######## block 1 ########
### config.mk
export PLATFORM = sky130hd
export DESIGN_NAME = cube_layer_scanner_flat
export DESIGN_NICKNAME = d
export VERILOG_FILES = /design/src/rtl/cube_layer_scanner_if.sv /design/src/rtl/cube_layer_scanner.sv /design/src/flat_wrapper.sv
export SDC_FILE = /design/constraint.sdc
export NUM_CORES = 1
export LEC_CHECK = 0
export CORE_MARGIN = 10
export CORE_UTILIZATION = 54
export CTS_CLUSTER_SIZE = 8
export DETAILED_ROUTE_END_ITERATION = 8
export PLACE_DENSITY = 0.84
export SKIP_CTS_REPAIR_TIMING = 1
export SYNTH_ARGS = -nofsm -noshare
export SYNTH_HDL_FRONTEND = slang
export SYNTH_SLANG_ARGS = --single-unit
### constraint.sdc
create_clock -name clk -period 3.1 [get_ports clk]
set_input_delay 0.62 -clock clk [delete_from_list [all_inputs] [get_ports clk]]
set_output_delay 0.62 -clock clk [all_outputs]
set_load 0.01 [all_outputs]
### src/rtl/cube_layer_scanner_if.sv
// Frame-memory read port and latch-stage start/done handshake
// shared between cube_layer_scanner and its neighbours.
interface cube_layer_scanner_if #(
  parameter int FRAME_W = 2
);
  logic               mem_rd_en;
  logic [FRAME_W+5:0] mem_addr;
  logic [7:0]         mem_rd_data;
  logic               latch_start;
  logic [2:0]         latch_idx;
  logic [7:0]         latch_data;
  logic               latch_done;

  modport master (
    output mem_rd_en,
    output mem_addr,
    input  mem_rd_data,
    output latch_start,
    output latch_idx,
    output latch_data,
    input  latch_done
  );

  modport slave (
    input  mem_rd_en,
    input  mem_addr,
    output mem_rd_data,
    input  latch_start,
    input  latch_idx,
    input  latch_data,
    output latch_done
  );
endinterface

### src/rtl/cube_layer_scanner.sv
// LED cube layer sequencer: frame memory -> 8 latches -> lit layer.
// Optional LATCH_TIMEOUT_EN adds a sticky latch_err on a stalled latch.
module cube_layer_scanner #(
  parameter int FRAME_W        = 2,
  parameter int DWELL_CYCLES   = 1000,
  parameter int TIMEOUT_CYCLES = 16
) (
  input  logic                 clk,
  input  logic                 rst_n,
  input  logic                 enable,
  input  logic [FRAME_W-1:0]   frame_sel,
  cube_layer_scanner_if.master bus,
  output logic [7:0]           layer_out,
`ifdef LATCH_TIMEOUT_EN
  output logic                 latch_err,
`endif
  output logic                 frame_done
);

  typedef enum logic [2:0] {
    IDLE,
    FETCH,
    RDWAIT,
    ISSUE,
    WAIT_DONE,
    SHOW
  } state_t;

  localparam logic [15:0] DWELL_LAST = 16'(DWELL_CYCLES - 1);

  state_t             state;
  state_t             state_nx;
  logic [2:0]         layer;
  logic [2:0]         idx;
  logic [FRAME_W-1:0] frame_q;
  logic [15:0]        dwell;
  logic [7:0]         data_q;
  logic [2:0]         lidx_q;
  logic               dwell_end;
  logic               byte_last;
  logic               to_hit;
  logic               err_q;

  assign dwell_end = (dwell == DWELL_LAST);
  assign byte_last = (idx == 3'd7);

`ifdef LATCH_TIMEOUT_EN
  localparam int TO_W = $clog2(TIMEOUT_CYCLES + 1);

  logic [TO_W-1:0] to_cnt;

  assign to_hit = !bus.latch_done &&
                  (to_cnt == TO_W'(TIMEOUT_CYCLES - 1));
  assign latch_err = err_q;

  always_ff @(posedge clk) begin
    if (!rst_n) begin
      to_cnt <= '0;
      err_q  <= 1'b0;
    end else begin
      if (state != WAIT_DONE) to_cnt <= '0;
      else                    to_cnt <= to_cnt + 1'b1;
      if (state == WAIT_DONE && to_hit) err_q <= 1'b1;
    end
  end
`else
  logic unused_timeout;

  assign to_hit         = 1'b0;
  assign err_q          = 1'b0;
  assign unused_timeout = ^TIMEOUT_CYCLES;
`endif

  always_comb begin
    state_nx = state;
    unique case (state)
      IDLE:      if (enable && !err_q) state_nx = FETCH;
      FETCH:     state_nx = RDWAIT;
      RDWAIT:    state_nx = ISSUE;
      ISSUE:     state_nx = WAIT_DONE;
      WAIT_DONE: begin
        if (bus.latch_done) state_nx = byte_last ? SHOW : FETCH;
        else if (to_hit)    state_nx = IDLE;
      end
      SHOW:      if (dwell_end) state_nx = enable ? FETCH : IDLE;
      default:   state_nx = IDLE;
    endcase
  end

  always_ff @(posedge clk) begin
    if (!rst_n) begin
      state      <= IDLE;
      layer      <= '0;
      idx        <= '0;
      frame_q    <= '0;
      dwell      <= '0;
      data_q     <= '0;
      lidx_q     <= '0;
      frame_done <= 1'b0;
    end else begin
      state      <= state_nx;
      frame_done <= 1'b0;
      unique case (state)
        IDLE: begin
          layer   <= '0;
          idx     <= '0;
          frame_q <= frame_sel;
        end
        RDWAIT: begin
          data_q <= bus.mem_rd_data;
          lidx_q <= idx;
        end
        WAIT_DONE: begin
          if (bus.latch_done) begin
            if (byte_last) dwell <= '0;
            else           idx   <= idx + 3'd1;
          end else if (to_hit) begin
            layer <= '0;
            idx   <= '0;
          end
        end
        SHOW: begin
          dwell <= dwell + 16'd1;
          if (dwell_end) begin
            idx <= '0;
            // frame_sel is only honoured on a frame boundary
            if (layer == 3'd7) begin
              frame_done <= 1'b1;
              layer      <= '0;
              frame_q    <= frame_sel;
            end else begin
              layer <= layer + 3'd1;
            end
            if (!enable) layer <= '0;
          end
        end
        default: ;
      endcase
      if (state_nx == IDLE) data_q <= '0;
    end
  end

  assign bus.mem_rd_en   = (state == FETCH);
  assign bus.mem_addr    = {frame_q, layer, idx};
  assign bus.latch_start = (state == ISSUE);
  assign bus.latch_idx   = lidx_q;
  assign bus.latch_data  = data_q;
  assign layer_out       = (state == SHOW) ? (8'd1 << layer) : 8'h00;

endmodule

### src/flat_wrapper.sv
// flat-port wrapper written by rule: the top's interface ports become plain ports
module cube_layer_scanner_flat 
#(
  parameter int FRAME_W        = 2,
  parameter int DWELL_CYCLES   = 1000,
  parameter int TIMEOUT_CYCLES = 16
)
  (clk, rst_n, enable, frame_sel, layer_out, frame_done, bus_mem_rd_en, bus_mem_addr, bus_mem_rd_data, bus_latch_start, bus_latch_idx, bus_latch_data, bus_latch_done);
  cube_layer_scanner_if #(.FRAME_W(FRAME_W)) bus_i ();
  input  logic clk;
  input  logic rst_n;
  input  logic enable;
  input  logic [FRAME_W-1:0] frame_sel;
  output logic [7:0] layer_out;
  output logic frame_done;
  output wire logic [$bits(bus_i.mem_rd_en)-1:0] bus_mem_rd_en;
  output wire logic [$bits(bus_i.mem_addr)-1:0] bus_mem_addr;
  input wire logic [$bits(bus_i.mem_rd_data)-1:0] bus_mem_rd_data;
  output wire logic [$bits(bus_i.latch_start)-1:0] bus_latch_start;
  output wire logic [$bits(bus_i.latch_idx)-1:0] bus_latch_idx;
  output wire logic [$bits(bus_i.latch_data)-1:0] bus_latch_data;
  input wire logic [$bits(bus_i.latch_done)-1:0] bus_latch_done;
  assign bus_mem_rd_en = bus_i.mem_rd_en;
  assign bus_mem_addr = bus_i.mem_addr;
  assign bus_i.mem_rd_data = bus_mem_rd_data;
  assign bus_latch_start = bus_i.latch_start;
  assign bus_latch_idx = bus_i.latch_idx;
  assign bus_latch_data = bus_i.latch_data;
  assign bus_i.latch_done = bus_latch_done;
  cube_layer_scanner #(.FRAME_W(FRAME_W), .DWELL_CYCLES(DWELL_CYCLES), .TIMEOUT_CYCLES(TIMEOUT_CYCLES)) u_core (.clk(clk), .rst_n(rst_n), .enable(enable), .frame_sel(frame_sel), .bus(bus_i), .layer_out(layer_out), .frame_done(frame_done));
endmodule
==> impl_metrics.tcl <==
# metrics dict for downstream scripts
set metrics [dict create \
    seq_share_pct 30.1 \
    p_per_area_mw_per_mm2 393 \
    critPathTopFamily "simple AND/OR/NAND/NOR gates" \
    outcome "finished clean" \
    crit_path_cell_trace "and3b_1 -> nand2_1 -> inv_1 -> clkdlybuf4s50_1" \
    fillers 300 \
    htree_levels 2 \
    grt_usage_pct 15.4 \
    top_area_share_pct 38.6 \
    max-clock-path-buffers 2 \
    startpoint "u_core.state[2]" \
    cts_buffers 5 \
    clockNetworkAreaShare_pct 3.14 \
    die-area_sq_mm 0.00660 \
    reg2reg_setup_slack_ps 900 \
    ys_sh_xor_pct 3.46 \
    p_int_uw 751 \
    cts.sinks 39 \
    top_cells_by_area "dfxtp_1, mux2i_1, ha_1" \
    rr_worst_depth 4 \
    pwr-share-comb_pct 15.4 \
    synth.avg_cell_area_sq_um 8.76 \
    setup-violations-final 0 \
    grt_max_degree 15 \
    logic_gate_count 173 \
    fin_skew_ps 3.00 \
    seq-power_uw 533 \
    tap-cell-count 48 \
    synth-seq-area-share_pct 38.6 \
    ff_count 39 \
    flop_cell "dfxtp_1" \
    rsz0062_at_grt "false" \
    top_power_group "registers" \
    syn2layout_area_growth_pct 27.9 \
    vias 1861 \
    min_period_ps 2800 \
    startpoint_type "flop" \
    synth_top_cell_by_area "dfxtp_1" \
    largest_cell_class "combinational gates" \
    ant_nets 0 \
    min_period_over_period_pct 90.4 \
    nClkBuffers 7 \
    switching_power_uw 267 \
    hold_path_depth 2 \
]
cell usage in the layout (no fill, tap or decap), types with 8 or more instances in the layout:
master / n
and3_1: 8
nand2_1: 17
a211oi_1: 10
mux2i_1: 15
nor2_1: 20
ha_1: 9
clkdlybuf4s50_1: 43
dfxtp_1: 39
or3_1: 9
a21oi_1: 11
inv_1: 8
stage by stage:
step                      total power [mW]  hold slack [ps]  instance area [sq um]  utilization, %  instances
after floorplan                      0.635              450                   2020               -        231
after global placement               0.697              480                   2510            69.0        317
after detailed placement             0.700              487                   2510            69.0        317
after CTS                             1.02              503                   2590            71.3        325
after global routing                  1.06              542                   2590            71.3        325
final                                 1.02              500                   2590            71.3        325
cell families after synthesis:
family	Yosys count
buf+inv	19
simple gates	99
xor+xnor	8
compound gates	42
fa+ha+maj	9
mux	15
flops	39
worst reg2reg max path, stage by stage (launching register included):
cell and delay [ps]:
dfxtp_1 600, nand2b_1 320, or3_1 580, or4_1 500, a21oi_1 140
per-layer routing:
layer  routed length (microns)  up-vias  GRT usage (%)  part of all wire [%]
li1                          -      940              -                     -
met1                      2130      853           17.7                    44
met2                      2220       61           25.1                    46
met3                       416        7           6.18                   8.6
met4                        80        0           5.88                   1.6
met5                         0        -              0                     0
**Block 1: M1 wires**

Cells faint in the background.
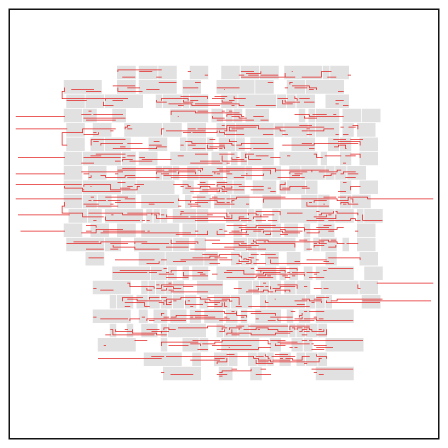
main direction	horizontal
longest straight run	17.0 microns
share of all routed wire	44%
nets with wire on the layer	265

**Block 1: the metal 2 layer**

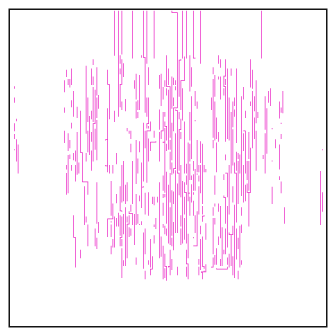
longest straight run	27.1 microns
nets with wire on the layer	251
wire length on this layer	2220 microns


######## block 2 ########
File: src/rtl/result_uart_tx.sv
// Serialises a captured (x, y) result as a 4-byte 8N1 UART packet: 0xA5, x[7:0], {y[8], x[9:8]}, y[7:0].
// All outputs come straight from registers; a new result is accepted only while idle.
module result_uart_tx #(
    parameter int CLK_FREQ = 50000000,
    parameter int BAUD     = 115200
) (
    input  logic       clock,
    input  logic       reset,
    input  logic       valid_in,
    input  logic [9:0] x_in,
    input  logic [8:0] y_in,
    output logic       TxD,
    output logic       busy,
    output logic       send_complete,
    output logic       overrun
);

    localparam int BAUD_DIV = CLK_FREQ / BAUD;
    localparam int CNT_W    = (BAUD_DIV > 2) ? $clog2(BAUD_DIV) : 1;
    localparam logic [CNT_W-1:0] BAUD_LAST = CNT_W'(BAUD_DIV - 1);

    typedef enum logic [1:0] {
        IDLE  = 2'd0,
        START = 2'd1,
        DATA  = 2'd2,
        STOP  = 2'd3
    } state_t;

    state_t           state_reg, state_next;
    logic [CNT_W-1:0] baud_reg, baud_next;
    logic [2:0]       bit_reg, bit_next;
    logic [1:0]       byte_reg, byte_next;
    logic [9:0]       x_reg, x_next;
    logic [8:0]       y_reg, y_next;
    logic             txd_reg, txd_next;
    logic             busy_reg, busy_next;
    logic             done_reg, done_next;
    logic             ovr_reg, ovr_next;

    logic [7:0] pkt_byte [4];
    logic [7:0] cur_byte;
    logic       bit_end;

    assign pkt_byte[0] = 8'hA5;
    assign pkt_byte[1] = x_reg[7:0];
    assign pkt_byte[2] = {5'b00000, y_reg[8], x_reg[9:8]};
    assign pkt_byte[3] = y_reg[7:0];

    assign cur_byte = pkt_byte[byte_reg];
    assign bit_end  = (baud_reg == BAUD_LAST);

    always_ff @(posedge clock) begin
        if (reset) begin
            state_reg <= IDLE;
            baud_reg  <= '0;
            bit_reg   <= '0;
            byte_reg  <= '0;
            x_reg     <= '0;
            y_reg     <= '0;
            txd_reg   <= 1'b1;
            busy_reg  <= 1'b0;
            done_reg  <= 1'b0;
            ovr_reg   <= 1'b0;
        end else begin
            state_reg <= state_next;
            baud_reg  <= baud_next;
            bit_reg   <= bit_next;
            byte_reg  <= byte_next;
            x_reg     <= x_next;
            y_reg     <= y_next;
            txd_reg   <= txd_next;
            busy_reg  <= busy_next;
            done_reg  <= done_next;
            ovr_reg   <= ovr_next;
        end
    end

    // TxD is computed one cycle ahead so the registered value lines up with the state it belongs to.
    always_comb begin
        state_next = state_reg;
        baud_next  = bit_end ? '0 : baud_reg + CNT_W'(1);
        bit_next   = bit_reg;
        byte_next  = byte_reg;
        x_next     = x_reg;
        y_next     = y_reg;
        txd_next   = txd_reg;
        busy_next  = busy_reg;
        done_next  = 1'b0;
        ovr_next   = valid_in && (state_reg != IDLE);

        case (state_reg)
            IDLE: begin
                baud_next = '0;
                txd_next  = 1'b1;
                if (valid_in) begin
                    x_next     = x_in;
                    y_next     = y_in;
                    byte_next  = 2'd0;
                    bit_next   = 3'd0;
                    state_next = START;
                    txd_next   = 1'b0;
                    busy_next  = 1'b1;
                end
            end
            START: begin
                if (bit_end) begin
                    state_next = DATA;
                    bit_next   = 3'd0;
                    txd_next   = cur_byte[0];
                end
            end
            DATA: begin
                if (bit_end) begin
                    if (bit_reg == 3'd7) begin
                        state_next = STOP;
                        txd_next   = 1'b1;
                    end else begin
                        bit_next = bit_reg + 3'd1;
                        txd_next = cur_byte[bit_reg + 3'd1];
                    end
                end
            end
            STOP: begin
                if (bit_end) begin
                    if (byte_reg != 2'd3) begin
                        byte_next  = byte_reg + 2'd1;
                        state_next = START;
                        txd_next   = 1'b0;
                    end else begin
                        state_next = IDLE;
                        byte_next  = 2'd0;
                        bit_next   = 3'd0;
                        txd_next   = 1'b1;
                        busy_next  = 1'b0;
                        done_next  = 1'b1;
                    end
                end
            end
            default: begin
                state_next = IDLE;
                txd_next   = 1'b1;
                busy_next  = 1'b0;
            end
        endcase
    end

    assign TxD           = txd_reg;
    assign busy          = busy_reg;
    assign send_complete = done_reg;
    assign overrun       = ovr_reg;

endmodule

File: config.mk
export PLATFORM = sky130hd
export DESIGN_NAME = result_uart_tx
export DESIGN_NICKNAME = d
export VERILOG_FILES = /design/src/rtl/result_uart_tx.sv
export SDC_FILE = /design/constraint.sdc
export NUM_CORES = 1
export LEC_CHECK = 0
export ABC_AREA = 1
export CAP_MARGIN = 20
export CORE_MARGIN = 4
export CORE_UTILIZATION = 46
export DETAILED_ROUTE_END_ITERATION = 12
export PLACE_DENSITY = 0.66
export SYNTH_ARGS = -nofsm -noshare
export SYNTH_HDL_FRONTEND = slang
export SYNTH_SLANG_ARGS = --single-unit
export TNS_END_PERCENT = 100
File: constraint.sdc
create_clock -name clock -period 4.2 [get_ports clock]
set_input_delay 0.84 -clock clock [delete_from_list [all_inputs] [get_ports clock]]
set_output_delay 0.84 -clock clock [all_outputs]
set_load 0.1 [all_outputs]
**Block 2: M1 wires**

Cells faint in the background.
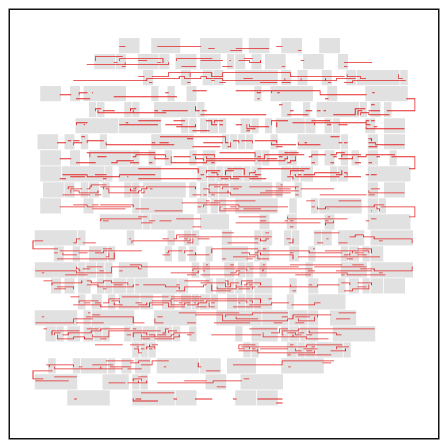
share of all routed wire	51%
main direction	horizontal
wire length on this layer	1940 microns
longest straight run	26.7 microns
nets with wire on the layer	296

**Block 2: the metal 2 layer**

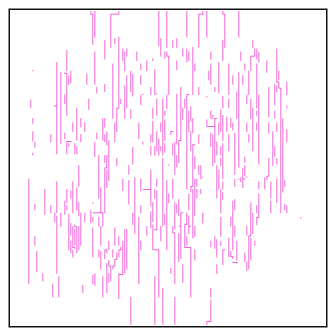
main direction	vertical
longest straight run	28.7 microns
GR met2 Demand/Resource: 22.8%
Post-Route WL: 3770 microns
routed via count: 1715

## area by class of cell
type                       instances  share of cell area, %
clock buffer                       7                   3.35
clock inverter                     1                  0.220
inverter                          37                   6.09
multi-input combinational        189                   42.4
sequential                        39                   34.2
tap                               50                   2.74
timing repair buffer              25                   11.0
## logic make-up (layout without fill, tap and decap cells)
logic type / Yosys count / in the layout / share of synthesized area [%]
compound gates: 54 / 54 / 15.5
xor+xnor: 1 / 1 / 0.455
fa+ha+maj: 9 / 9 / 5.85
buf+inv: 46 / 70 / 9.29
flops: 39 / 39 / 40.5
simple gates: 125 / 125 / 28.4
## cell usage after synthesis, types with 2 or more instances
cell type / number / area share [%]
a21oi_1: 22 / 5.7
and2_1: 2 / 0.65
buf_2: 2 / 0.52
clkbuf_1: 5 / 0.97
dfxtp_1: 39 / 41
ha_1: 9 / 5.8
inv_1: 36 / 7.0
nand2_1: 57 / 11
nand3_1: 18 / 4.7
nand4_1: 4 / 1.3
nor2_1: 34 / 6.6
nor3_1: 2 / 0.52
nor3b_1: 2 / 0.78
nor4_1: 2 / 0.65
o21ai_0: 26 / 6.8
o21ai_1: 2 / 0.52
==> impl_metrics.tcl <==
# metrics dict for downstream scripts
set metrics [dict create \
    timing.setup.tns_ps 0 \
    max_freq_mhz 378 \
    critPathTopFamily "buffers and inverters" \
    swShare_pct 40.3 \
    pre_cts_ws_ps 1510 \
    rr_worst_depth 6 \
    crit_path_cell_trace "clkdlybuf4s50_1" \
    top_usage_layer "met2" \
    endpoint_kind "output port" \
    p_comb_uw 467 \
    via_per_inst 4.93 \
    ys_warn_count 0 \
    remaining_drc_errors 0 \
    fp_util_pct 47.8 \
    syn2layout_area_growth_pct 18.4 \
    regArea_sq_um 781 \
    holdPathEnd "x_reg[8]" \
    reg2reg_from "state_reg[0]" \
    p_leak_nw 0.920 \
    antenna_found_initial 0 \
    largest_register_ffs 10 \
    pwr-share-seq_pct 41.8 \
    fp.dieH_microns 72.7 \
    core-area_sq_mm 0.00403 \
    postLayoutCellArea_sq_mm 0.00228 \
    vdd_ir_drop_max_mv 0.227 \
    cts.sinks 39 \
    dp_cells 340 \
    outcome "finished clean" \
    die_x_microns 72.7 \
    reg2reg_setup_slack_ps 2040 \
    startpoint "TxD" \
    top_power_group "registers" \
    ys_async_sr_fraction_pct 0 \
    min_period_over_period_pct 63.0 \
    wl_met3_microns 183 \
    port_buffers 25 \
    edf_count 0 \
    syn_nets 305 \
    path_max_fanout 2 \
    netlist_instances 274 \
]


## Gallery

The metal 3 layer.
Cells faint in the background.
(a)
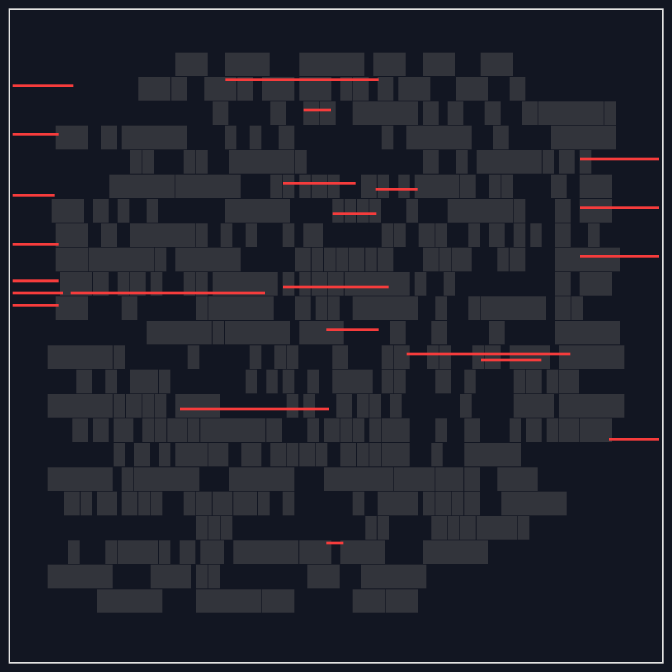
(b)
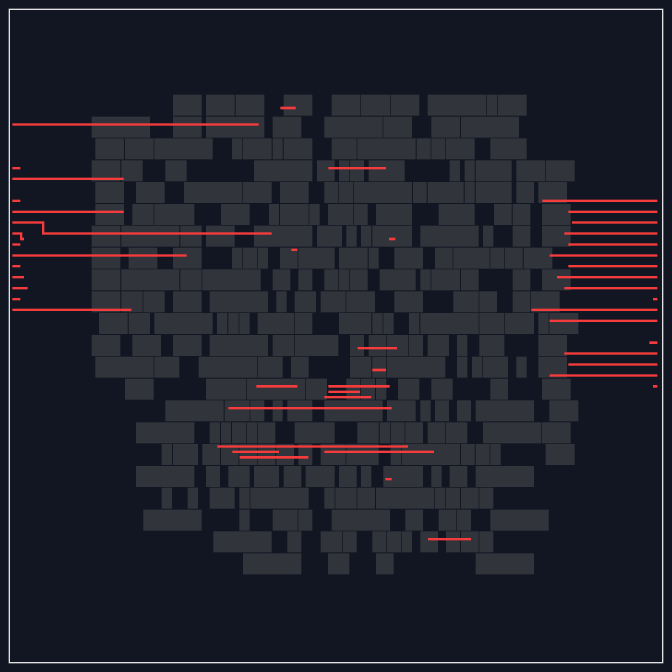
| from | picture |
|---|---|
| block 1 | (b) |
| block 2 | (a) |

Power is estimated from default activity; no workload was simulated.
